# ---- seq_div_flat ----
seq_div_flat, placed standard cells:
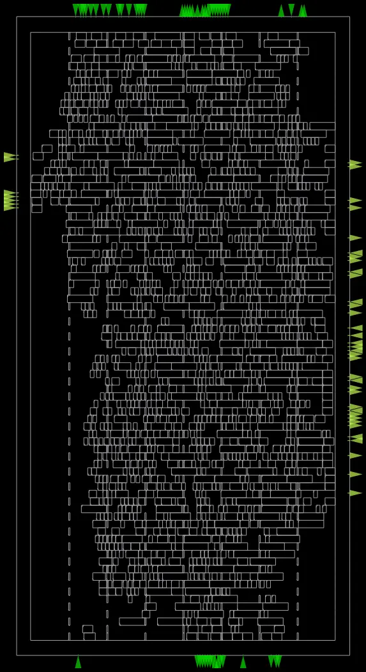

**src/rtl/seq_div_if.sv**
```systemverilog
// Start/done handshake and result bus for the seq_div sequential divider.
// master drives operands and start; slave (the divider) returns the results.
interface seq_div_if #(
    parameter int a_width = 22,
    parameter int b_width = 22
);
    logic               start;
    logic [a_width-1:0] a;
    logic [b_width-1:0] b;
    logic               busy;
    logic               done;
    logic [a_width-1:0] quotient;
    logic [a_width-1:0] remainder;
    logic               divide_by_0;

    modport master (
        output start, a, b,
        input  busy, done, quotient, remainder, divide_by_0
    );

    modport slave (
        input  start, a, b,
        output busy, done, quotient, remainder, divide_by_0
    );
endinterface

```
**src/rtl/seq_div.sv**
```systemverilog
// Restoring radix-2 sequential divider, one quotient bit per cycle, signed or unsigned.
// Optional macro SEQ_DIV_OVF_SAT_EN: saturate quotient of most-negative / -1 to max positive.
module seq_div #(
    parameter int a_width  = 22,
    parameter int b_width  = 22,
    parameter int tc_mode  = 1,
    parameter int rem_mode = 1
) (
    input  logic       clk,
    input  logic       rst_n,
    seq_div_if.slave   bus
);
    localparam int cnt_w = $clog2(a_width);
    localparam logic [a_width-1:0] min_val = {1'b1, {(a_width-1){1'b0}}};
    localparam logic [a_width-1:0] max_val = ~min_val;

    typedef enum logic [1:0] {IDLE, CALC, FIX} state_t;

    state_t             state;
    logic [cnt_w-1:0]   cnt;
    logic [a_width-1:0] dq;
    logic [a_width-1:0] a_reg;
    logic [a_width-1:0] b_ext;
    logic [b_width-1:0] b_mag;
    logic [b_width:0]   rem_r;
    logic               a_neg;
    logic               b_neg;
    logic               div0_r;
`ifdef SEQ_DIV_OVF_SAT_EN
    logic               ovf_r;
`endif

    logic               busy_r;
    logic               done_r;
    logic [a_width-1:0] quot_r;
    logic [a_width-1:0] rem_out_r;
    logic               div0_out_r;

    logic               in_a_neg;
    logic               in_b_neg;
    logic [a_width-1:0] in_a_mag;
    logic [b_width-1:0] in_b_mag;
    logic [a_width-1:0] in_b_ext;

    logic [b_width:0]   shifted;
    logic [b_width:0]   diff;
    logic               trial_neg;

    logic [a_width-1:0] r_mag;
    logic [a_width-1:0] fix_q;
    logic [a_width-1:0] fix_r;

    assign in_a_neg = (tc_mode != 0) && bus.a[a_width-1];
    assign in_b_neg = (tc_mode != 0) && bus.b[b_width-1];
    assign in_a_mag = in_a_neg ? -bus.a : bus.a;
    assign in_b_mag = in_b_neg ? -bus.b : bus.b;
    assign in_b_ext = (tc_mode != 0) ? a_width'($signed(bus.b)) : a_width'(bus.b);

    // Partial remainder is one bit wider than the divisor so |b| never overflows the trial.
    assign shifted   = {rem_r[b_width-1:0], dq[a_width-1]};
    assign diff      = shifted - {1'b0, b_mag};
    assign trial_neg = shifted < {1'b0, b_mag};

    assign r_mag = a_width'(rem_r);

    always_comb begin
        fix_q = dq;
        fix_r = r_mag;
        if (div0_r) begin
            fix_r = a_reg;
            if (tc_mode != 0)
                fix_q = a_neg ? min_val : max_val;
            else
                fix_q = '1;
        end else if (tc_mode != 0) begin
            fix_q = (a_neg ^ b_neg) ? -dq : dq;
            fix_r = a_neg ? -r_mag : r_mag;
            // Modulus: a nonzero remainder with the dividend's sign is moved into the divisor's sign.
            if ((rem_mode == 0) && (r_mag != '0) && (a_neg != b_neg))
                fix_r = fix_r + b_ext;
`ifdef SEQ_DIV_OVF_SAT_EN
            if (ovf_r)
                fix_q = max_val;
`endif
        end
    end

    always_ff @(posedge clk or negedge rst_n) begin
        if (!rst_n) begin
            state      <= IDLE;
            cnt        <= '0;
            dq         <= '0;
            a_reg      <= '0;
            b_ext      <= '0;
            b_mag      <= '0;
            rem_r      <= '0;
            a_neg      <= 1'b0;
            b_neg      <= 1'b0;
            div0_r     <= 1'b0;
`ifdef SEQ_DIV_OVF_SAT_EN
            ovf_r      <= 1'b0;
`endif
            busy_r     <= 1'b0;
            done_r     <= 1'b0;
            quot_r     <= '0;
            rem_out_r  <= '0;
            div0_out_r <= 1'b0;
        end else begin
            done_r <= 1'b0;
            case (state)
                IDLE: begin
                    if (bus.start) begin
                        a_reg  <= bus.a;
                        b_ext  <= in_b_ext;
                        a_neg  <= in_a_neg;
                        b_neg  <= in_b_neg;
                        dq     <= in_a_mag;
                        b_mag  <= in_b_mag;
                        rem_r  <= '0;
                        cnt    <= '0;
                        div0_r <= (bus.b == '0);
`ifdef SEQ_DIV_OVF_SAT_EN
                        ovf_r  <= in_a_neg && (bus.a == min_val) && (bus.b == '1);
`endif
                        busy_r <= 1'b1;
                        state  <= CALC;
                    end
                end
                CALC: begin
                    rem_r <= trial_neg ? shifted : diff;
                    dq    <= {dq[a_width-2:0], ~trial_neg};
                    cnt   <= cnt + 1'b1;
                    if (cnt == cnt_w'(a_width - 1))
                        state <= FIX;
                end
                FIX: begin
                    quot_r     <= fix_q;
                    rem_out_r  <= fix_r;
                    div0_out_r <= div0_r;
                    done_r     <= 1'b1;
                    busy_r     <= 1'b0;
                    state      <= IDLE;
                end
                default: state <= IDLE;
            endcase
        end
    end

    assign bus.busy        = busy_r;
    assign bus.done        = done_r;
    assign bus.quotient    = quot_r;
    assign bus.remainder   = rem_out_r;
    assign bus.divide_by_0 = div0_out_r;
endmodule

```
**src/flat_wrapper.sv**
```systemverilog
// flat-port wrapper written by rule: the top's interface ports become plain ports
module seq_div_flat 
#(
    parameter int a_width  = 22,
    parameter int b_width  = 22,
    parameter int tc_mode  = 1,
    parameter int rem_mode = 1
)
  (clk, rst_n, bus_start, bus_a, bus_b, bus_busy, bus_done, bus_quotient, bus_remainder, bus_divide_by_0);
  seq_div_if #(.a_width(a_width), .b_width(b_width)) bus_i ();
  input  logic clk;
  input  logic rst_n;
  input wire logic [$bits(bus_i.start)-1:0] bus_start;
  input wire logic [$bits(bus_i.a)-1:0] bus_a;
  input wire logic [$bits(bus_i.b)-1:0] bus_b;
  output wire logic [$bits(bus_i.busy)-1:0] bus_busy;
  output wire logic [$bits(bus_i.done)-1:0] bus_done;
  output wire logic [$bits(bus_i.quotient)-1:0] bus_quotient;
  output wire logic [$bits(bus_i.remainder)-1:0] bus_remainder;
  output wire logic [$bits(bus_i.divide_by_0)-1:0] bus_divide_by_0;
  assign bus_i.start = bus_start;
  assign bus_i.a = bus_a;
  assign bus_i.b = bus_b;
  assign bus_busy = bus_i.busy;
  assign bus_done = bus_i.done;
  assign bus_quotient = bus_i.quotient;
  assign bus_remainder = bus_i.remainder;
  assign bus_divide_by_0 = bus_i.divide_by_0;
  seq_div #(.a_width(a_width), .b_width(b_width), .tc_mode(tc_mode), .rem_mode(rem_mode)) u_core (.clk(clk), .rst_n(rst_n), .bus(bus_i));
endmodule
```
**config.mk**
```make
export PLATFORM = sky130hd
export DESIGN_NAME = seq_div_flat
export DESIGN_NICKNAME = d
export VERILOG_FILES = /design/src/rtl/seq_div_if.sv /design/src/rtl/seq_div.sv /design/src/flat_wrapper.sv
export SDC_FILE = /design/constraint.sdc
export NUM_CORES = 1
export LEC_CHECK = 0
export ABC_AREA = 1
export CORE_ASPECT_RATIO = 2
export CORE_MARGIN = 5
export CORE_UTILIZATION = 40
export DETAILED_ROUTE_END_ITERATION = 7
export PLACE_DENSITY = 0.68
export SKIP_CTS_REPAIR_TIMING = 1
export SYNTH_ARGS = -nofsm -noshare
export SYNTH_HDL_FRONTEND = slang
export SYNTH_SLANG_ARGS = --single-unit
```
**constraint.sdc**
```tcl
create_clock -name clk -period 2.4 [get_ports clk]
set_clock_uncertainty 0.2 [all_clocks]
set_input_delay 0.48 -clock clk [delete_from_list [all_inputs] [get_ports clk]]
set_output_delay 0.48 -clock clk [all_outputs]
set_load 0.01 [all_outputs]
```
# ---- pwm_multi ----
<file path="src/rtl/pwm_multi.sv">
// Multi-channel double-buffered PWM generator: one shared period counter,
// per-channel shadowed duty registers that load only at period boundaries.
module pwm_multi #(
  parameter int unsigned CHANNELS  = 4,
  parameter int unsigned BITS      = 8,
  parameter int unsigned CHAN_BITS = 2
) (
  input  logic                 clk,
  input  logic                 reset,
  input  logic                 enable,
  input  logic [BITS-1:0]      period,
  input  logic                 wr_en,
  input  logic [CHAN_BITS-1:0] wr_chan,
  input  logic [BITS-1:0]      wr_data,
  output logic [CHANNELS-1:0]  out,
  output logic                 period_start
);

  logic [BITS-1:0]     cnt;
  logic [BITS-1:0]     per_act;
  logic [BITS-1:0]     shadow   [CHANNELS];
  logic [BITS-1:0]     duty_act [CHANNELS];
  logic                load_c;
  logic [CHANNELS-1:0] hit_c;

  // Active values reload every idle cycle and at each wrap while running.
  assign load_c = !enable || (cnt == per_act);

  // Out-of-range channel indices match no channel, so such writes are dropped.
  always_comb begin
    hit_c = '0;
    for (int unsigned i = 0; i < CHANNELS; i++) begin
      hit_c[i] = wr_en && (32'(wr_chan) == i);
    end
  end

  always_ff @(posedge clk or posedge reset) begin
    if (reset) begin
      cnt          <= '0;
      per_act      <= '0;
      period_start <= 1'b0;
    end else begin
      // Flags the cycle whose outputs reflect cnt=0, i.e. the first of a period.
      period_start <= enable && (cnt == '0);
      if (load_c) begin
        cnt     <= '0;
        per_act <= period;
      end else begin
        cnt <= cnt + BITS'(1);
      end
    end
  end

  always_ff @(posedge clk or posedge reset) begin
    if (reset) begin
      out <= '0;
      for (int unsigned i = 0; i < CHANNELS; i++) begin
        shadow[i]   <= '0;
        duty_act[i] <= '0;
      end
    end else begin
      for (int unsigned i = 0; i < CHANNELS; i++) begin
        if (hit_c[i]) begin
          shadow[i] <= wr_data;
        end
        // A write landing on a load cycle bypasses the shadow.
        if (load_c) begin
          duty_act[i] <= hit_c[i] ? wr_data : shadow[i];
        end
        out[i] <= enable && (duty_act[i] > cnt);
      end
    end
  end

endmodule

</file>
<file path="config.mk">
export PLATFORM = sky130hd
export DESIGN_NAME = pwm_multi
export DESIGN_NICKNAME = d
export VERILOG_FILES = /design/src/rtl/pwm_multi.sv
export SDC_FILE = /design/constraint.sdc
export NUM_CORES = 1
export LEC_CHECK = 0
export ABC_AREA = 1
export CAP_MARGIN = 20
export CELL_PAD_IN_SITES_DETAIL_PLACEMENT = 1
export CELL_PAD_IN_SITES_GLOBAL_PLACEMENT = 2
export CORE_ASPECT_RATIO = 1.75
export CORE_MARGIN = 4
export CORE_UTILIZATION = 41
export CTS_BUF_LIST = sky130_fd_sc_hd__clkbuf_4 sky130_fd_sc_hd__clkbuf_8
export CTS_CLUSTER_DIAMETER = 40
export DETAILED_ROUTE_END_ITERATION = 7
export GPL_TIMING_DRIVEN = 0
export PLACE_DENSITY_LB_ADDON = 0.1
export SKIP_LAST_GASP = 1
export SLEW_MARGIN = 10
export SYNTH_ARGS = -nofsm -noshare
export SYNTH_HDL_FRONTEND = slang
export SYNTH_SLANG_ARGS = --single-unit
</file>
<file path="constraint.sdc">
create_clock -name clk -period 8.6 [get_ports clk]
set_input_delay 2.58 -clock clk [delete_from_list [all_inputs] [get_ports clk]]
set_output_delay 2.58 -clock clk [all_outputs]
set_load 0.01 [all_outputs]
</file>
# ---- imem_loader_flat ----
## src/rtl/imem_loader_if.sv

```systemverilog
// ----------------------------------------------------------------------------
// imem_loader_if
//   Groups the byte-stream handshake and the instruction-memory programming
//   bus of the instruction-memory loader.
//
//   rx_data        [7:0]            incoming byte
//   rx_valid                        rx_data valid
//   rx_ready                        loader can accept a byte
//   mem_write_addr [ADDR_WIDTH-1:0] byte address to the programming port
//   mem_write_data [31:0]           word to write
//   mem_w_en                        single-cycle write strobe
//
//   modport master : the loader (consumes bytes, drives the memory bus)
//   modport slave  : the environment (byte source and memory)
// ----------------------------------------------------------------------------
interface imem_loader_if #(
  parameter int ADDR_WIDTH = 14
) ();

  logic [7:0]            rx_data;
  logic                  rx_valid;
  logic                  rx_ready;
  logic [ADDR_WIDTH-1:0] mem_write_addr;
  logic [31:0]           mem_write_data;
  logic                  mem_w_en;

  modport master (
    input  rx_data,
    input  rx_valid,
    output rx_ready,
    output mem_write_addr,
    output mem_write_data,
    output mem_w_en
  );

  modport slave (
    output rx_data,
    output rx_valid,
    input  rx_ready,
    input  mem_write_addr,
    input  mem_write_data,
    input  mem_w_en
  );

endinterface

```

## src/rtl/imem_loader.sv

```systemverilog
// ----------------------------------------------------------------------------
// imem_loader
//   Receives a framed byte stream and writes it into instruction memory while
//   holding the CPU. Frame: 0xA5, word count N (16-bit little-endian), then
//   N little-endian 32-bit words written at byte addresses 0, 4, 8, ...
//   A count that does not fit the memory, or an idle gap of TIMEOUT_CYCLES
//   inside a frame, aborts the load and raises the sticky load_error flag.
//
//   clk        rising-edge clock
//   rst        asynchronous active-high reset
//   bus        imem_loader_if.master (byte handshake + memory write bus)
//   cpu_hold   stalls the core while a load is in progress
//   load_done  one-cycle pulse on successful completion
//   load_error sticky abort flag, cleared by the next accepted 0xA5
// ----------------------------------------------------------------------------
module imem_loader #(
  parameter int INST_MEMORY_SIZE = 16384,
  parameter int ADDR_WIDTH       = $clog2(INST_MEMORY_SIZE),
  parameter int TIMEOUT_CYCLES   = 1000000
) (
  input  logic            clk,
  input  logic            rst,
  imem_loader_if.master   bus,
  output logic            cpu_hold,
  output logic            load_done,
  output logic            load_error
);

  localparam logic [7:0]  SYNC_BYTE = 8'hA5;
  localparam logic [31:0] MAX_WORDS = 32'(INST_MEMORY_SIZE / 4);
  localparam int          TO_W      = (TIMEOUT_CYCLES > 1) ? $clog2(TIMEOUT_CYCLES) : 1;
  localparam logic [TO_W-1:0] TO_LAST = TO_W'(TIMEOUT_CYCLES - 1);

  typedef enum logic [2:0] {
    ST_IDLE   = 3'd0,
    ST_LEN_LO = 3'd1,
    ST_LEN_HI = 3'd2,
    ST_DATA   = 3'd3,
    ST_WRITE  = 3'd4,
    ST_DONE   = 3'd5,
    ST_ERROR  = 3'd6
  } state_t;

  state_t          state_q,      state_d;
  logic [15:0]     len_q,        len_d;
  logic [31:0]     data_q,       data_d;
  logic [1:0]      byte_cnt_q,   byte_cnt_d;
  logic [15:0]     word_cnt_q,   word_cnt_d;
  logic [TO_W-1:0] to_cnt_q,     to_cnt_d;
  logic            load_error_q, load_error_d;

  logic            ready_s;
  logic            waiting_s;
  logic            accept_s;
  logic            timeout_s;
  logic [15:0]     n_s;
  logic [15:0]     word_next_s;

  // Decode which states take bytes; rx_ready is forced low while rst is high.
  always_comb begin
    ready_s   = 1'b0;
    waiting_s = 1'b0;
    case (state_q)
      ST_IDLE: begin
        ready_s   = 1'b1;
        waiting_s = 1'b0;
      end
      ST_LEN_LO, ST_LEN_HI, ST_DATA: begin
        ready_s   = 1'b1;
        waiting_s = 1'b1;
      end
      default: begin
        ready_s   = 1'b0;
        waiting_s = 1'b0;
      end
    endcase
  end

  assign bus.rx_ready = ready_s & ~rst;
  assign accept_s     = bus.rx_valid & bus.rx_ready;
  // Idle-gap detection: the last allowed idle cycle without a byte trips it.
  assign timeout_s    = waiting_s & ~accept_s & (to_cnt_q == TO_LAST);
  assign n_s          = {bus.rx_data, len_q[7:0]};
  assign word_next_s  = word_cnt_q + 16'd1;

  // Next-state, frame capture, word assembly and timeout counter.
  always_comb begin
    state_d      = state_q;
    len_d        = len_q;
    data_d       = data_q;
    byte_cnt_d   = byte_cnt_q;
    word_cnt_d   = word_cnt_q;
    load_error_d = load_error_q;

    // Counter only runs while waiting for a byte inside a frame.
    if (waiting_s && !accept_s) begin
      to_cnt_d = to_cnt_q + TO_W'(1);
    end else begin
      to_cnt_d = '0;
    end

    case (state_q)
      ST_IDLE: begin
        if (accept_s && (bus.rx_data == SYNC_BYTE)) begin
          state_d      = ST_LEN_LO;
          load_error_d = 1'b0;
          byte_cnt_d   = 2'd0;
          word_cnt_d   = 16'd0;
        end else begin
          state_d = ST_IDLE;
        end
      end

      ST_LEN_LO: begin
        if (timeout_s) begin
          state_d      = ST_ERROR;
          load_error_d = 1'b1;
        end else if (accept_s) begin
          len_d   = {8'd0, bus.rx_data};
          state_d = ST_LEN_HI;
        end else begin
          state_d = ST_LEN_LO;
        end
      end

      ST_LEN_HI: begin
        if (timeout_s) begin
          state_d      = ST_ERROR;
          load_error_d = 1'b1;
        end else if (accept_s) begin
          len_d = n_s;
          if (n_s == 16'd0) begin
            state_d = ST_DONE;
          end else if ({16'd0, n_s} > MAX_WORDS) begin
            state_d      = ST_ERROR;
            load_error_d = 1'b1;
          end else begin
            state_d = ST_DATA;
          end
        end else begin
          state_d = ST_LEN_HI;
        end
      end

      ST_DATA: begin
        if (timeout_s) begin
          state_d      = ST_ERROR;
          load_error_d = 1'b1;
        end else if (accept_s) begin
          case (byte_cnt_q)
            2'd0:    data_d[7:0]   = bus.rx_data;
            2'd1:    data_d[15:8]  = bus.rx_data;
            2'd2:    data_d[23:16] = bus.rx_data;
            default: data_d[31:24] = bus.rx_data;
          endcase
          if (byte_cnt_q == 2'd3) begin
            byte_cnt_d = 2'd0;
            state_d    = ST_WRITE;
          end else begin
            byte_cnt_d = byte_cnt_q + 2'd1;
            state_d    = ST_DATA;
          end
        end else begin
          state_d = ST_DATA;
        end
      end

      // The word counter advances only after the strobe so the address is
      // stable for the whole WRITE cycle.
      ST_WRITE: begin
        word_cnt_d = word_next_s;
        if (word_next_s == len_q) begin
          state_d = ST_DONE;
        end else begin
          state_d = ST_DATA;
        end
      end

      ST_DONE: begin
        state_d = ST_IDLE;
      end

      ST_ERROR: begin
        state_d = ST_IDLE;
      end

      default: begin
        state_d = ST_IDLE;
      end
    endcase
  end

  // State and datapath registers with asynchronous reset.
  always_ff @(posedge clk or posedge rst) begin
    if (rst) begin
      state_q      <= ST_IDLE;
      len_q        <= 16'd0;
      data_q       <= 32'd0;
      byte_cnt_q   <= 2'd0;
      word_cnt_q   <= 16'd0;
      to_cnt_q     <= '0;
      load_error_q <= 1'b0;
    end else begin
      state_q      <= state_d;
      len_q        <= len_d;
      data_q       <= data_d;
      byte_cnt_q   <= byte_cnt_d;
      word_cnt_q   <= word_cnt_d;
      to_cnt_q     <= to_cnt_d;
      load_error_q <= load_error_d;
    end
  end

  // Outputs decode straight from registers, so they are glitch-free and
  // drop to their idle values the moment rst is asserted.
  assign bus.mem_write_addr = {word_cnt_q[ADDR_WIDTH-3:0], 2'b00};
  assign bus.mem_write_data = data_q;
  assign bus.mem_w_en       = (state_q == ST_WRITE);
  assign cpu_hold           = (state_q != ST_IDLE);
  assign load_done          = (state_q == ST_DONE);
  assign load_error         = load_error_q;

endmodule

```

## src/flat_wrapper.sv

```systemverilog
// flat-port wrapper written by rule: the top's interface ports become plain ports
module imem_loader_flat 
#(
  parameter int INST_MEMORY_SIZE = 16384,
  parameter int ADDR_WIDTH       = $clog2(INST_MEMORY_SIZE),
  parameter int TIMEOUT_CYCLES   = 1000000
)
  (clk, rst, cpu_hold, load_done, load_error, bus_rx_data, bus_rx_valid, bus_rx_ready, bus_mem_write_addr, bus_mem_write_data, bus_mem_w_en);
  imem_loader_if #(.ADDR_WIDTH(ADDR_WIDTH)) bus_i ();
  input  logic clk;
  input  logic rst;
  output logic cpu_hold;
  output logic load_done;
  output logic load_error;
  input wire logic [$bits(bus_i.rx_data)-1:0] bus_rx_data;
  input wire logic [$bits(bus_i.rx_valid)-1:0] bus_rx_valid;
  output wire logic [$bits(bus_i.rx_ready)-1:0] bus_rx_ready;
  output wire logic [$bits(bus_i.mem_write_addr)-1:0] bus_mem_write_addr;
  output wire logic [$bits(bus_i.mem_write_data)-1:0] bus_mem_write_data;
  output wire logic [$bits(bus_i.mem_w_en)-1:0] bus_mem_w_en;
  assign bus_i.rx_data = bus_rx_data;
  assign bus_i.rx_valid = bus_rx_valid;
  assign bus_rx_ready = bus_i.rx_ready;
  assign bus_mem_write_addr = bus_i.mem_write_addr;
  assign bus_mem_write_data = bus_i.mem_write_data;
  assign bus_mem_w_en = bus_i.mem_w_en;
  imem_loader #(.INST_MEMORY_SIZE(INST_MEMORY_SIZE), .ADDR_WIDTH(ADDR_WIDTH), .TIMEOUT_CYCLES(TIMEOUT_CYCLES)) u_core (.clk(clk), .rst(rst), .bus(bus_i), .cpu_hold(cpu_hold), .load_done(load_done), .load_error(load_error));
endmodule
```

## config.mk

```make
export PLATFORM = sky130hd
export DESIGN_NAME = imem_loader_flat
export DESIGN_NICKNAME = d
export VERILOG_FILES = /design/src/rtl/imem_loader_if.sv /design/src/rtl/imem_loader.sv /design/src/flat_wrapper.sv
export SDC_FILE = /design/constraint.sdc
export NUM_CORES = 1
export LEC_CHECK = 0
export CORE_UTILIZATION = 45
export DETAILED_ROUTE_END_ITERATION = 10
export PLACE_DENSITY_LB_ADDON = 0.08
export SLEW_MARGIN = 20
export SYNTH_ARGS = -nofsm -noshare
export SYNTH_HDL_FRONTEND = slang
export SYNTH_SLANG_ARGS = --single-unit
export TNS_END_PERCENT = 30
```

## constraint.sdc

```tcl
create_clock -name clk -period 5.2 [get_ports clk]
set_input_delay 1.04 -clock clk [delete_from_list [all_inputs] [get_ports clk]]
set_output_delay 1.04 -clock clk [all_outputs]
set_load 0.01 [all_outputs]
```

# ---- multicycle_ctrl ----
<file path="src/rtl/multicycle_ctrl.sv">
// rtl/multicycle_ctrl.sv - multi-cycle control FSM for the p4Cpu datapath
// Purpose: sequences FETCH/DECODE/EXEC/MEM/WB one instruction at a time, drives the
//   datapath enables and the IFU next-PC select, and handshakes with imem/dmem.
// Parameters: WAIT_LIMIT (ack wait cycles before TRAP, 0 = unlimited),
//   CNT_W (counter width, only with MCTRL_PERF_CNT_EN).
// Ports: clk; reset (async, active-low); opcode/funct (IR fields); imem_ack/dmem_ack;
//   imem_req, ir_we, pc_we, PCsel, reg_we, reg_dst, wd_sel, alu_src, ext_op, alu_op,
//   mem_re, mem_we, trap (sticky), state (debug); cyc_cnt/ret_cnt (optional).
// Option macro: MCTRL_PERF_CNT_EN adds cycle and retired-instruction counters.
module multicycle_ctrl #(
    parameter int WAIT_LIMIT = 16
`ifdef MCTRL_PERF_CNT_EN
    , parameter int CNT_W = 32
`endif
) (
    input  logic       clk,
    input  logic       reset,
    input  logic [5:0] opcode,
    input  logic [5:0] funct,
    input  logic       imem_ack,
    input  logic       dmem_ack,
    output logic       imem_req,
    output logic       ir_we,
    output logic       pc_we,
    output logic [1:0] PCsel,
    output logic       reg_we,
    output logic [1:0] reg_dst,
    output logic [1:0] wd_sel,
    output logic       alu_src,
    output logic [1:0] ext_op,
    output logic [2:0] alu_op,
    output logic       mem_re,
    output logic       mem_we,
    output logic       trap,
    output logic [2:0] state
`ifdef MCTRL_PERF_CNT_EN
    , output logic [CNT_W-1:0] cyc_cnt
    , output logic [CNT_W-1:0] ret_cnt
`endif
);

    typedef enum logic [2:0] {
        S_FETCH  = 3'd0,
        S_DECODE = 3'd1,
        S_EXEC   = 3'd2,
        S_MEM    = 3'd3,
        S_WB     = 3'd4,
        S_TRAP   = 3'd7
    } state_t;

    typedef enum logic [3:0] {
        I_ILL, I_NOP, I_JR, I_ADDU, I_SUBU, I_ORI, I_LUI, I_LW, I_SW, I_BEQ, I_J, I_JAL
    } instr_t;

    localparam logic [5:0] OP_RTYPE = 6'b000000;
    localparam logic [5:0] OP_J     = 6'b000010;
    localparam logic [5:0] OP_JAL   = 6'b000011;
    localparam logic [5:0] OP_BEQ   = 6'b000100;
    localparam logic [5:0] OP_ORI   = 6'b001101;
    localparam logic [5:0] OP_LUI   = 6'b001111;
    localparam logic [5:0] OP_LW    = 6'b100011;
    localparam logic [5:0] OP_SW    = 6'b101011;
    localparam logic [5:0] FN_NOP   = 6'b000000;
    localparam logic [5:0] FN_JR    = 6'b001000;
    localparam logic [5:0] FN_ADDU  = 6'b100001;
    localparam logic [5:0] FN_SUBU  = 6'b100011;

    // The counter never has to hold more than WAIT_LIMIT-1: the next miss traps.
    localparam int WCW = (WAIT_LIMIT > 1) ? $clog2(WAIT_LIMIT) : 1;

    state_t         state_q, state_nx;
    instr_t         instr;
    logic [WCW-1:0] wait_cnt;
    logic           waiting, timeout;

    logic       ex_alu_src;
    logic [1:0] ex_ext_op;
    logic [2:0] ex_alu_op;

    logic       imem_req_c, ir_we_c, pc_we_c, reg_we_c, alu_src_c, mem_re_c, mem_we_c, trap_c;
    logic [1:0] pcsel_c, reg_dst_c, wd_sel_c, ext_op_c;
    logic [2:0] alu_op_c;

    always_comb begin
        instr = I_ILL;
        case (opcode)
            OP_RTYPE: begin
                case (funct)
                    FN_NOP:  instr = I_NOP;
                    FN_JR:   instr = I_JR;
                    FN_ADDU: instr = I_ADDU;
                    FN_SUBU: instr = I_SUBU;
                    default: instr = I_ILL;
                endcase
            end
            OP_J:    instr = I_J;
            OP_JAL:  instr = I_JAL;
            OP_BEQ:  instr = I_BEQ;
            OP_ORI:  instr = I_ORI;
            OP_LUI:  instr = I_LUI;
            OP_LW:   instr = I_LW;
            OP_SW:   instr = I_SW;
            default: instr = I_ILL;
        endcase
    end

    // ALU setup for the current instruction; presented from EXEC until it retires.
    always_comb begin
        ex_alu_src = 1'b0;
        ex_ext_op  = 2'b00;
        ex_alu_op  = 3'b000;
        case (instr)
            I_SUBU, I_BEQ: ex_alu_op = 3'b001;
            I_ORI: begin
                ex_alu_op  = 3'b010;
                ex_alu_src = 1'b1;
            end
            I_LUI: begin
                ex_alu_op  = 3'b011;
                ex_alu_src = 1'b1;
                ex_ext_op  = 2'b10;
            end
            I_LW, I_SW: begin
                ex_alu_src = 1'b1;
                ex_ext_op  = 2'b01;
            end
            default: ;
        endcase
    end

    assign waiting = ((state_q == S_FETCH) && !imem_ack) || ((state_q == S_MEM) && !dmem_ack);
    // Only a miss on the last allowed cycle traps; an ack that cycle proceeds.
    assign timeout = (WAIT_LIMIT != 0) && (wait_cnt == WCW'(WAIT_LIMIT - 1));

    always_comb begin
        state_nx   = state_q;
        imem_req_c = 1'b0;
        ir_we_c    = 1'b0;
        pc_we_c    = 1'b0;
        pcsel_c    = 2'b00;
        reg_we_c   = 1'b0;
        reg_dst_c  = 2'b00;
        wd_sel_c   = 2'b00;
        alu_src_c  = 1'b0;
        ext_op_c   = 2'b00;
        alu_op_c   = 3'b000;
        mem_re_c   = 1'b0;
        mem_we_c   = 1'b0;
        trap_c     = 1'b0;
        case (state_q)
            S_FETCH: begin
                imem_req_c = 1'b1;
                if (imem_ack) begin
                    ir_we_c  = 1'b1;
                    state_nx = S_DECODE;
                end else if (timeout) begin
                    state_nx = S_TRAP;
                end
            end
            S_DECODE: begin
                case (instr)
                    I_J: begin
                        pc_we_c  = 1'b1;
                        pcsel_c  = 2'b10;
                        state_nx = S_FETCH;
                    end
                    I_JR: begin
                        pc_we_c  = 1'b1;
                        pcsel_c  = 2'b11;
                        state_nx = S_FETCH;
                    end
                    I_NOP: begin
                        pc_we_c  = 1'b1;
                        state_nx = S_FETCH;
                    end
                    I_JAL:   state_nx = S_WB;
                    I_ILL:   state_nx = S_TRAP;
                    default: state_nx = S_EXEC;
                endcase
            end
            S_EXEC: begin
                alu_src_c = ex_alu_src;
                ext_op_c  = ex_ext_op;
                alu_op_c  = ex_alu_op;
                if (instr == I_BEQ) begin
                    pc_we_c  = 1'b1;
                    pcsel_c  = 2'b01;
                    state_nx = S_FETCH;
                end else if (instr == I_LW || instr == I_SW) begin
                    state_nx = S_MEM;
                end else begin
                    state_nx = S_WB;
                end
            end
            S_MEM: begin
                alu_src_c = ex_alu_src;
                ext_op_c  = ex_ext_op;
                alu_op_c  = ex_alu_op;
                mem_re_c  = (instr == I_LW);
                mem_we_c  = (instr == I_SW);
                if (dmem_ack) begin
                    if (instr == I_LW) begin
                        state_nx = S_WB;
                    end else begin
                        pc_we_c  = 1'b1;
                        state_nx = S_FETCH;
                    end
                end else if (timeout) begin
                    state_nx = S_TRAP;
                end
            end
            S_WB: begin
                alu_src_c = ex_alu_src;
                ext_op_c  = ex_ext_op;
                alu_op_c  = ex_alu_op;
                reg_we_c  = 1'b1;
                pc_we_c   = 1'b1;
                state_nx  = S_FETCH;
                case (instr)
                    I_ADDU, I_SUBU: reg_dst_c = 2'b01;
                    I_LW:           wd_sel_c  = 2'b01;
                    I_JAL: begin
                        reg_dst_c = 2'b10;
                        wd_sel_c  = 2'b10;
                        pcsel_c   = 2'b10;
                    end
                    default: ;
                endcase
            end
            S_TRAP: trap_c = 1'b1;
            default: state_nx = S_TRAP;
        endcase
    end

    always_ff @(posedge clk or negedge reset) begin
        if (!reset) begin
            state_q  <= S_FETCH;
            wait_cnt <= '0;
        end else begin
            state_q <= state_nx;
            if (state_nx != state_q) begin
                wait_cnt <= '0;
            end else if (waiting) begin
                wait_cnt <= wait_cnt + WCW'(1);
            end
        end
    end

    // Gate with reset so no enable can pulse while reset is held.
    assign imem_req = reset & imem_req_c;
    assign ir_we    = reset & ir_we_c;
    assign pc_we    = reset & pc_we_c;
    assign PCsel    = reset ? pcsel_c : 2'b00;
    assign reg_we   = reset & reg_we_c;
    assign reg_dst  = reset ? reg_dst_c : 2'b00;
    assign wd_sel   = reset ? wd_sel_c : 2'b00;
    assign alu_src  = reset & alu_src_c;
    assign ext_op   = reset ? ext_op_c : 2'b00;
    assign alu_op   = reset ? alu_op_c : 3'b000;
    assign mem_re   = reset & mem_re_c;
    assign mem_we   = reset & mem_we_c;
    assign trap     = reset & trap_c;
    assign state    = state_q;

`ifdef MCTRL_PERF_CNT_EN
    always_ff @(posedge clk or negedge reset) begin
        if (!reset) begin
            cyc_cnt <= '0;
            ret_cnt <= '0;
        end else begin
            if (state_q != S_TRAP) begin
                cyc_cnt <= cyc_cnt + CNT_W'(1);
            end
            if (pc_we_c) begin
                ret_cnt <= ret_cnt + CNT_W'(1);
            end
        end
    end
`endif

endmodule

</file>
<file path="config.mk">
export PLATFORM = sky130hd
export DESIGN_NAME = multicycle_ctrl
export DESIGN_NICKNAME = d
export VERILOG_FILES = /design/src/rtl/multicycle_ctrl.sv
export SDC_FILE = /design/constraint.sdc
export NUM_CORES = 1
export LEC_CHECK = 0
export CORE_MARGIN = 2
export CORE_UTILIZATION = 42
export DETAILED_ROUTE_END_ITERATION = 10
export PLACE_DENSITY = 0.79
export SKIP_CTS_REPAIR_TIMING = 1
export SYNTH_ARGS = -nofsm -noshare
export SYNTH_HDL_FRONTEND = slang
export SYNTH_SLANG_ARGS = --single-unit
</file>
<file path="constraint.sdc">
create_clock -name clk -period 1.7 [get_ports clk]
set_input_delay 0.255 -clock clk [delete_from_list [all_inputs] [get_ports clk]]
set_output_delay 0.255 -clock clk [all_outputs]
set_load 0.01 [all_outputs]
</file>
seq_div_flat, signal wires by layer:
Scale: 2 px per um. Two of the layers only.
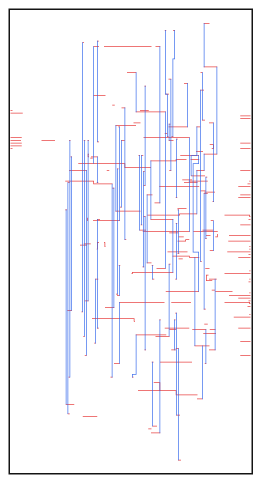
legend:
  met4:
    color: blue
    wire_length: 3,130 um
  met3:
    color: red
    wire_length: 988 um
GRT Resource Usage Total: 24.3%
overall via count from detail_route: 10,000

seq_div_flat, I/O nets highlighted:
Scale: 3 px per um.
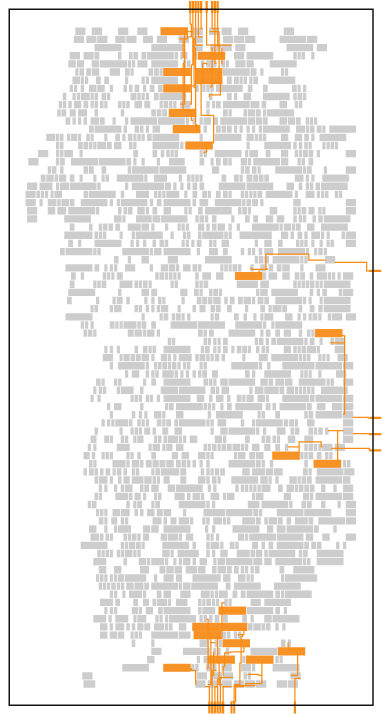
legend:
  bus_remainder:
    color: orange
    bits: 22
    direction: output
    end_cells: 22
    buffers: 22
    wire: 758 um
number of I/O port buffers: 93
I/O pin count: 94

Notes on 'placed standard cells' of seq_div_flat above:
# rows: 81
well-tap cell count: 290
non-filler cells, final: 1,939
number of fillers in the final layout: 2,379
sequential portion of the cell area: 28.8%

==> notes.org, seq_div_flat <==
* Implementation run

** Yosys
- In this run, the synthesized area fraction spent on adder and majority cells is recorded as under 10%.
- For reference, simple AND, OR, NAND and NOR cells occupy between 30% and 40% of the area reported after synthesis.
- Commonest flop :: dfrtp_1
- Ranking of synthesized cells by area :: dfrtp_1, nand2_1, inv_1, nand3_1, nor2_1

** Pwr
- The largest part of the power goes to combinational cells.
- Part of the power in the clock network :: between 10% and 20%
- Seq pwr share :: 23.1%
- For the clock group, total power comes out at roughly 2.9 mW.
- Internal power :: 9.87 mW

** Detailed routing
- Detailed-route iteration 0 reported a violation count of 718.

** Setup path
- Critical Path End Type :: flip-flop
- Crit. Startpoint :: u_core.b_mag[16]

** Clock tree
- Clock Pin Slew Worst Setup and Hold Paths :: 0.06 ns

** Run
- Count of warning messages emitted by the tools :: 27

** Floorplanning
- In this run the vertical extent of the chip is 231 um.
- Total core area :: approximately 24,000 sq um

** Outcome
- The run finished with clean final reports.
seq_div_flat: final cells by class:
type	instances	area (sq um)
Sequential cell	144	3610
Multi-Input combinational cell	1077	5350
Clock inverter	10	184
Timing Repair Buffer	204	1830
Inverter	192	728
Clock buffer	22	454
Tap cell	290	363
Fill cell	2379	11800
seq_div_flat: routing by layer:
layer / GRT usage (%) / routed length, um / part of all wire, % / up-vias
li1: - / - / - / 4983
met1: 20.5 / 10400 / 31 / 4643
met2: 47.7 / 18700 / 56 / 275
met3: 3.35 / 988 / 3.0 / 137
met4: 20.5 / 3130 / 9.4 / 0
met5: 0 / 0 / 0 / -
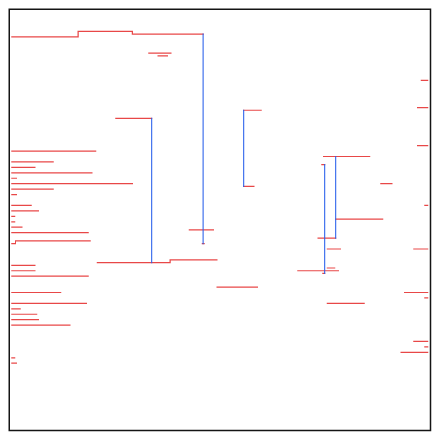
imem_loader_flat: signal wires by layer
Scale: 4 px per um. Two of the layers only.
legend:
  met4:
    color: blue
    wire_length: 155 um
  met3:
    color: red
    wire_length: 451 um
GRT Resource Usage Total: 20.6%
overall via count from detail_route: 3,492

==> notes.org, imem_loader_flat <==
* Implementation run

** Finish
- Clk tree area frac :: 3.47%
- The finished cells cover ~5500 sq um.

** Final timing
- Final setup viols :: 0
- The max-slew check reports its worst relative slack as 31.2%.
- Final Hold Slack :: ~0.49 ns
- Per the final report, max-transition violations number 0.
- Clock Skews :: 0.0140 ns

** Floorplanning
- The vertical die dimension reported for this design is between 100 and 150 um.

** Detailed routing
- DR iter-0 viols :: about 180

** Outcome
- The run finished with clean final reports.

** Pwr
- Sequential power for this build is 1.21 mW.
- Of the total power, the share spent switching nets is a little under two fifths.
- Of all power groups, the one with the highest power is sequential cells.

** GRT
- Number of antenna violations at the first check in global routing :: 0

** Yosys
- Most used standard cell by instance count after synthesis :: dfrtp_1
- Per Yosys stat, the portion of area used by sequential elements is 47.2%.
- Xor/xnor share of the synthesized area :: around 8%

** Clock tree
- TritonCTS built the clock tree.
- Post-cts sizing count :: 0
==> imem_loader_flat: critical path, stage by stage (launching register included) <==
cell and delay, ns:
dfrtp_1 0.49, nor2_1 0.29, nand2_1 0.09, buf_4 0.23, inv_1 0.34, clkdlybuf4s50_1 0.62
==> imem_loader_flat: metal layers <==
metal,wire length (um),track usage (%)
met5,0,0
met2,4800,31.8
met3,451,4.87
met4,155,6.34
met1,5270,28.7
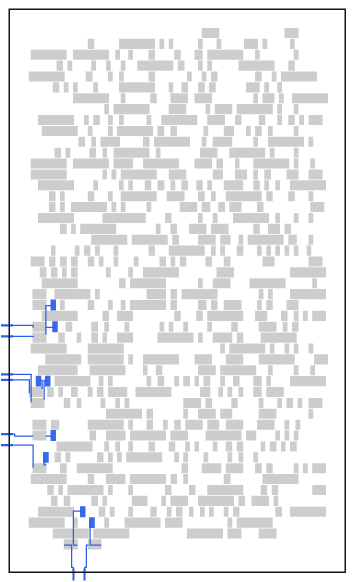
pwm_multi: I/O nets highlighted
Scale: 4 px per um.
legend:
  wr_data:
    color: blue
    bits: 8
    direction: input
    end_cells: 8
    buffers: 8
    wire: 106 um
number of I/O port buffers: 25
I/O pin count: 27

==> notes.org, pwm_multi <==
* Implementation run

** Yosys
- After synthesis, the netlist uses 19 different library cells.
- Post-synth mux share :: 0%
- Yosys Warn Count :: 0
- The mapped netlist covers slightly above 4000 sq um.
- Xor/xnor share of the synthesized area :: 1.49%
- Ranking of synthesized cells by area :: dfrtp_1, nand2_1, ha_1, nand3_1, o21ai_0
- Yosys Chip Area :: around 4100 sq um

** Finish
- Logic cell area :: about 1700 sq um
- The most common logic cell in the final layout is nand2_1.
- Summing all flip-flop and latch instances after layout gives 2130 sq um.
- The layout summary lists the proportion of cells stronger than drive strength 1 as 7.05%.
- The post-route utilization of the core is recorded as 48.2%.
- The layout stage reports a final design area of around 4700 sq um.

** Pwr
- In this run switching power makes up 30.2% of total power.
- The completed layout was analyzed and its total power is 0.992 mW.

** Final timing
- Final setup viols :: 0
- The critical path in the final layout is reported with a setup slack of 4.66 ns.
- Hold timing on the final database bottoms out at a slack of around 0.52 ns.

** Min path
- Launch point of the worst hold path :: shadow[21]

** Place
- Total half-perimeter wirelength after legalization and detailed placement :: 8.15 mm

** Outcome
- The run finished with clean final reports.

** Detailed routing
- Vias per cell :: between 5 and 6

** Setup path
- Among all stages on the critical path, the maximum delay recorded is 0.45 ns.
pwm_multi: synthesized netlist by cell type (4+ instances only):
cell type,count
o21a_1,4
nand4_1,4
inv_1,32
nand2_1,151
xnor2_1,5
nand3_1,49
o21ai_0,41
clkbuf_1,5
a21oi_1,20
buf_2,9
inv_2,4
dfrtp_1,85
nor2_1,15
ha_1,34
pwm_multi: final cells by class:
class                   instances  area share, %
clock buffers                  10           2.90
clock inverters                 6           1.45
multi-input cells             330           36.7
plain buffers                  18           2.13
flip-flops and latches         85           44.8
well taps                     125           3.29
inverters                      36           2.90
repair buffers                 26           5.85
multicycle_ctrl, sequential cells grouped by signal name:
Scale: 10 px per um. Other cells in gray.
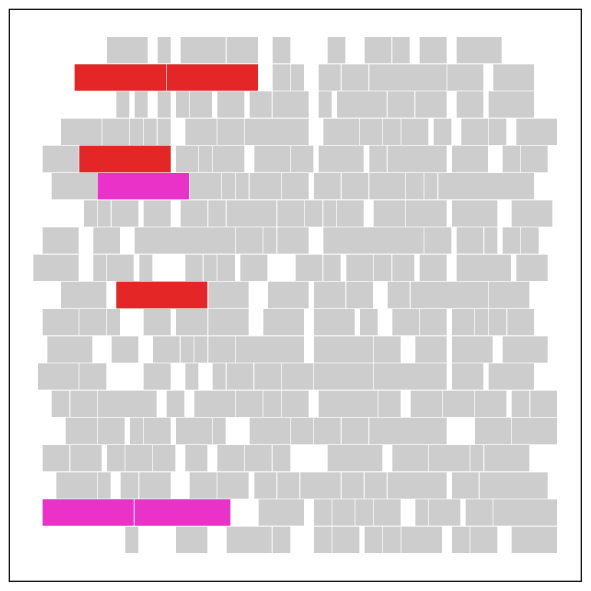
legend:
  wait_cnt:
    color: red
    placed_flops: 4
    where: north-west
  state:
    color: magenta
    placed_flops: 3
Power Sequential: 0.240 mW
Sequential cell area: 176 sq um
final design utilization: 81.8%

multicycle_ctrl, I/O nets highlighted:
Scale: 8 px per um.
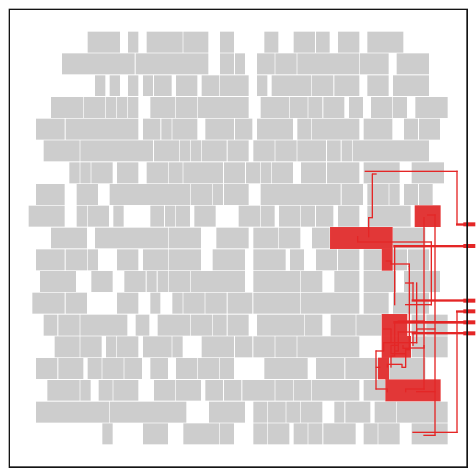
legend:
  funct:
    color: red
    bits: 6
    direction: input
    end_cells: 7
    buffers: 6
    wire: 234 um
I/O pin count: 38
number of I/O port buffers: 36

==> notes.org, multicycle_ctrl <==
* Implementation run

** Outcome
- The flow ran to the end, but the final reports show violations.
- The checks that failed: setup timing.

** Setup path
- In this design, the largest share of critical-path delay is due to simple AND/OR/NAND/NOR gates.
- The number of buffers and inverters on the critical path is 4.

** Pwr
- Leading power group :: combinational cells
- Internal power :: 0.964 mW
- Power consumed by the clock network :: approximately 0.15 mW
- Leakage power :: 1.07 nW
- Switching power as a fraction of the total was reported as 44.9%.

** Finish
- The filler cells instantiated in the layout total 173.
- Top cell excl fill/tap :: buf_4
- Per the run report, area growth between synthesis and finish was 87.4%.
- Fraction of final layout cells sized beyond drive strength 1 :: 54.3%
- Register with the most flip-flops :: wait_cnt

** Floorplanning
- # rows :: 19

** Place
- Worst Setup Slack post-DPL :: -1.25 ns
- Total half-perimeter wirelength after legalization and detailed placement :: 3.23 mm

** Final timing
- Final setup viols :: 19
- Worst Setup Slack, final :: -0.565 ns
- In the finished design, the share of the clock period the worst path needs comes to 133%.
- In the final report, the number of hold violations comes to 0.

** Clock tree
- Root Buffer :: clkbuf_4
- The number of clock buffers added by TritonCTS is 3.
- The later pin in the worst-skew pair is clocked with a latency of between 0.2 and 0.3 ns.

** Yosys
- Post-synth mux share :: 0.952%
- Post-synthesis share of cell area spent on full adders, half adders and majority gates :: between 1 and 1.5%
- Synthesis instantiated 60 different standard cells from the library.
- Syn_nets :: roughly 170
- Main logic family after synthesis :: simple AND/OR/NAND/NOR gates
- For this run, the number of Yosys warnings is 0.
- Ys cells :: 153
- Yosys Chip Area :: 1180 sq um

** Detailed routing
- Routed signal wires occupy layers up through met4.
- The detailed router reported a total wirelength of 4.66 mm.
- Per the detail_route report, vias per standard cell equal about 5.7.
- Per the post-route antenna check, the number of violating nets is 0.
- Dividing the detail-routed wire length by the instance count gives between 15 and 20 um.
- In the per-layer breakdown of the detailed-route log, met1 shows roughly 1.8 mm.

** GRT
- Global-route wire length before repair :: around 6.4 mm
- Global routing's busiest layer :: met2
- The number of global-route vias before repair is 1,493.

** Run
- Count of warning messages emitted by the tools :: 28
multicycle_ctrl: area by class of cell:
class	instances	area (sq um)	share of cell area, %
Clock buffer	4	26.3	1.19
Inverter	8	30.0	1.36
Multi-Input combinational cell	129	1160	52.2
Sequential cell	7	176	7.96
Tap cell	31	38.8	1.75
Timing Repair Buffer	97	787	35.5
multicycle_ctrl: worst register-to-register path: stages, from the launching register on:
cell and delay (ns):
dfrtp_2 0.40, buf_4 0.14, buf_4 0.16, or3_4 0.41, a21oi_4 0.22, a221oi_1 0.13, o21ai_0 0.10, o211a_1 0.26
nor2_1 0.08

## Gallery

Placed standard cells.
Plate I
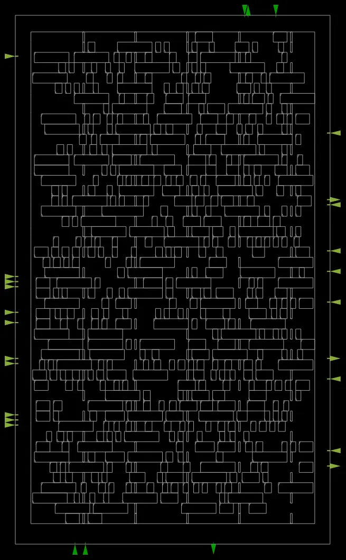
Plate II
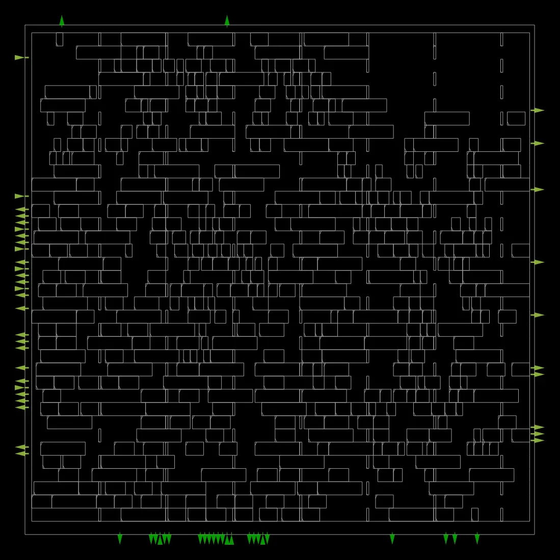
Plate III
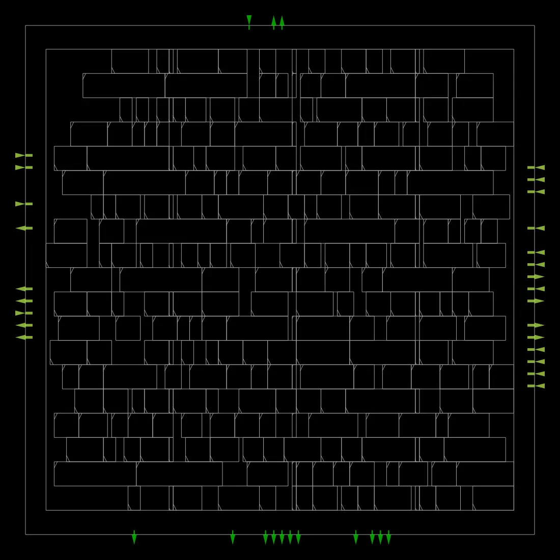
The one with the fewest cells is Plate III.
The one with the fewest sequential cells is Plate III.
For pwm_multi, see Plate I.
For imem_loader_flat, see Plate II.
For multicycle_ctrl, see Plate III.



## Gallery

Wire density map.
picture 1
Scale: 2 px per um. The die is cut into 12 by 23 equal tiles; dark blue is low, red is high, scaled to the fullest tile. Values are wire area over tile area, all layers added.
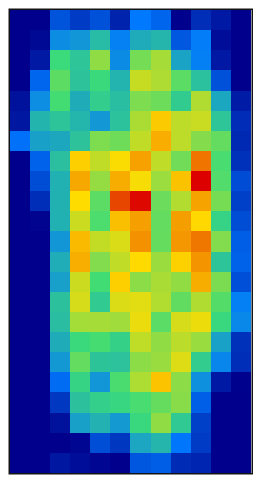
picture 2
Scale: 4 px per um. The die is cut into 17 by 28 equal tiles; dark blue is low, red is high, scaled to the fullest tile. Values are wire area over tile area, all layers added.
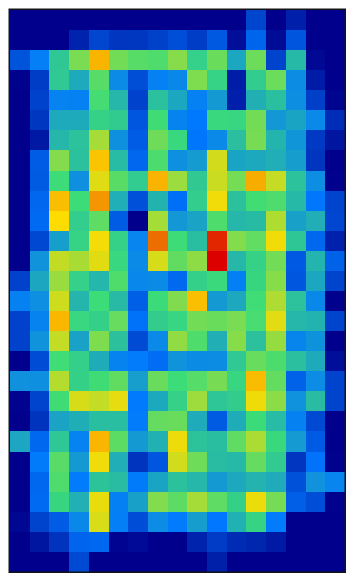
picture 3
Scale: 4 px per um. The die is cut into 21 by 21 equal tiles; dark blue is low, red is high, scaled to the fullest tile. Values are wire area over tile area, all layers added.
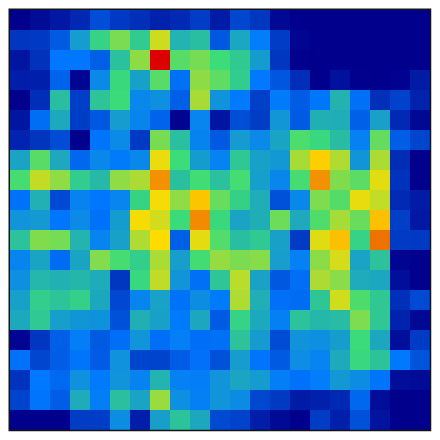
picture 4
Scale: 6 px per um. The die is cut into 11 by 11 equal tiles; dark blue is low, red is high, scaled to the fullest tile. Values are wire area over tile area, all layers added.
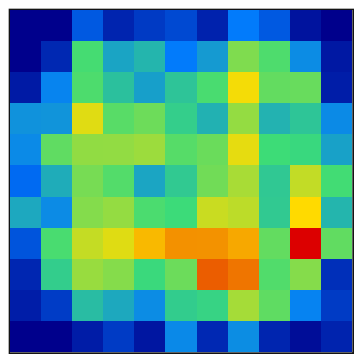
picture 4: multicycle_ctrl
picture 1: seq_div_flat
picture 3: imem_loader_flat
picture 2: pwm_multi
The one with the largest die is picture 1.

Power figures rest on the tool's default switching activity, not on a simulated workload.
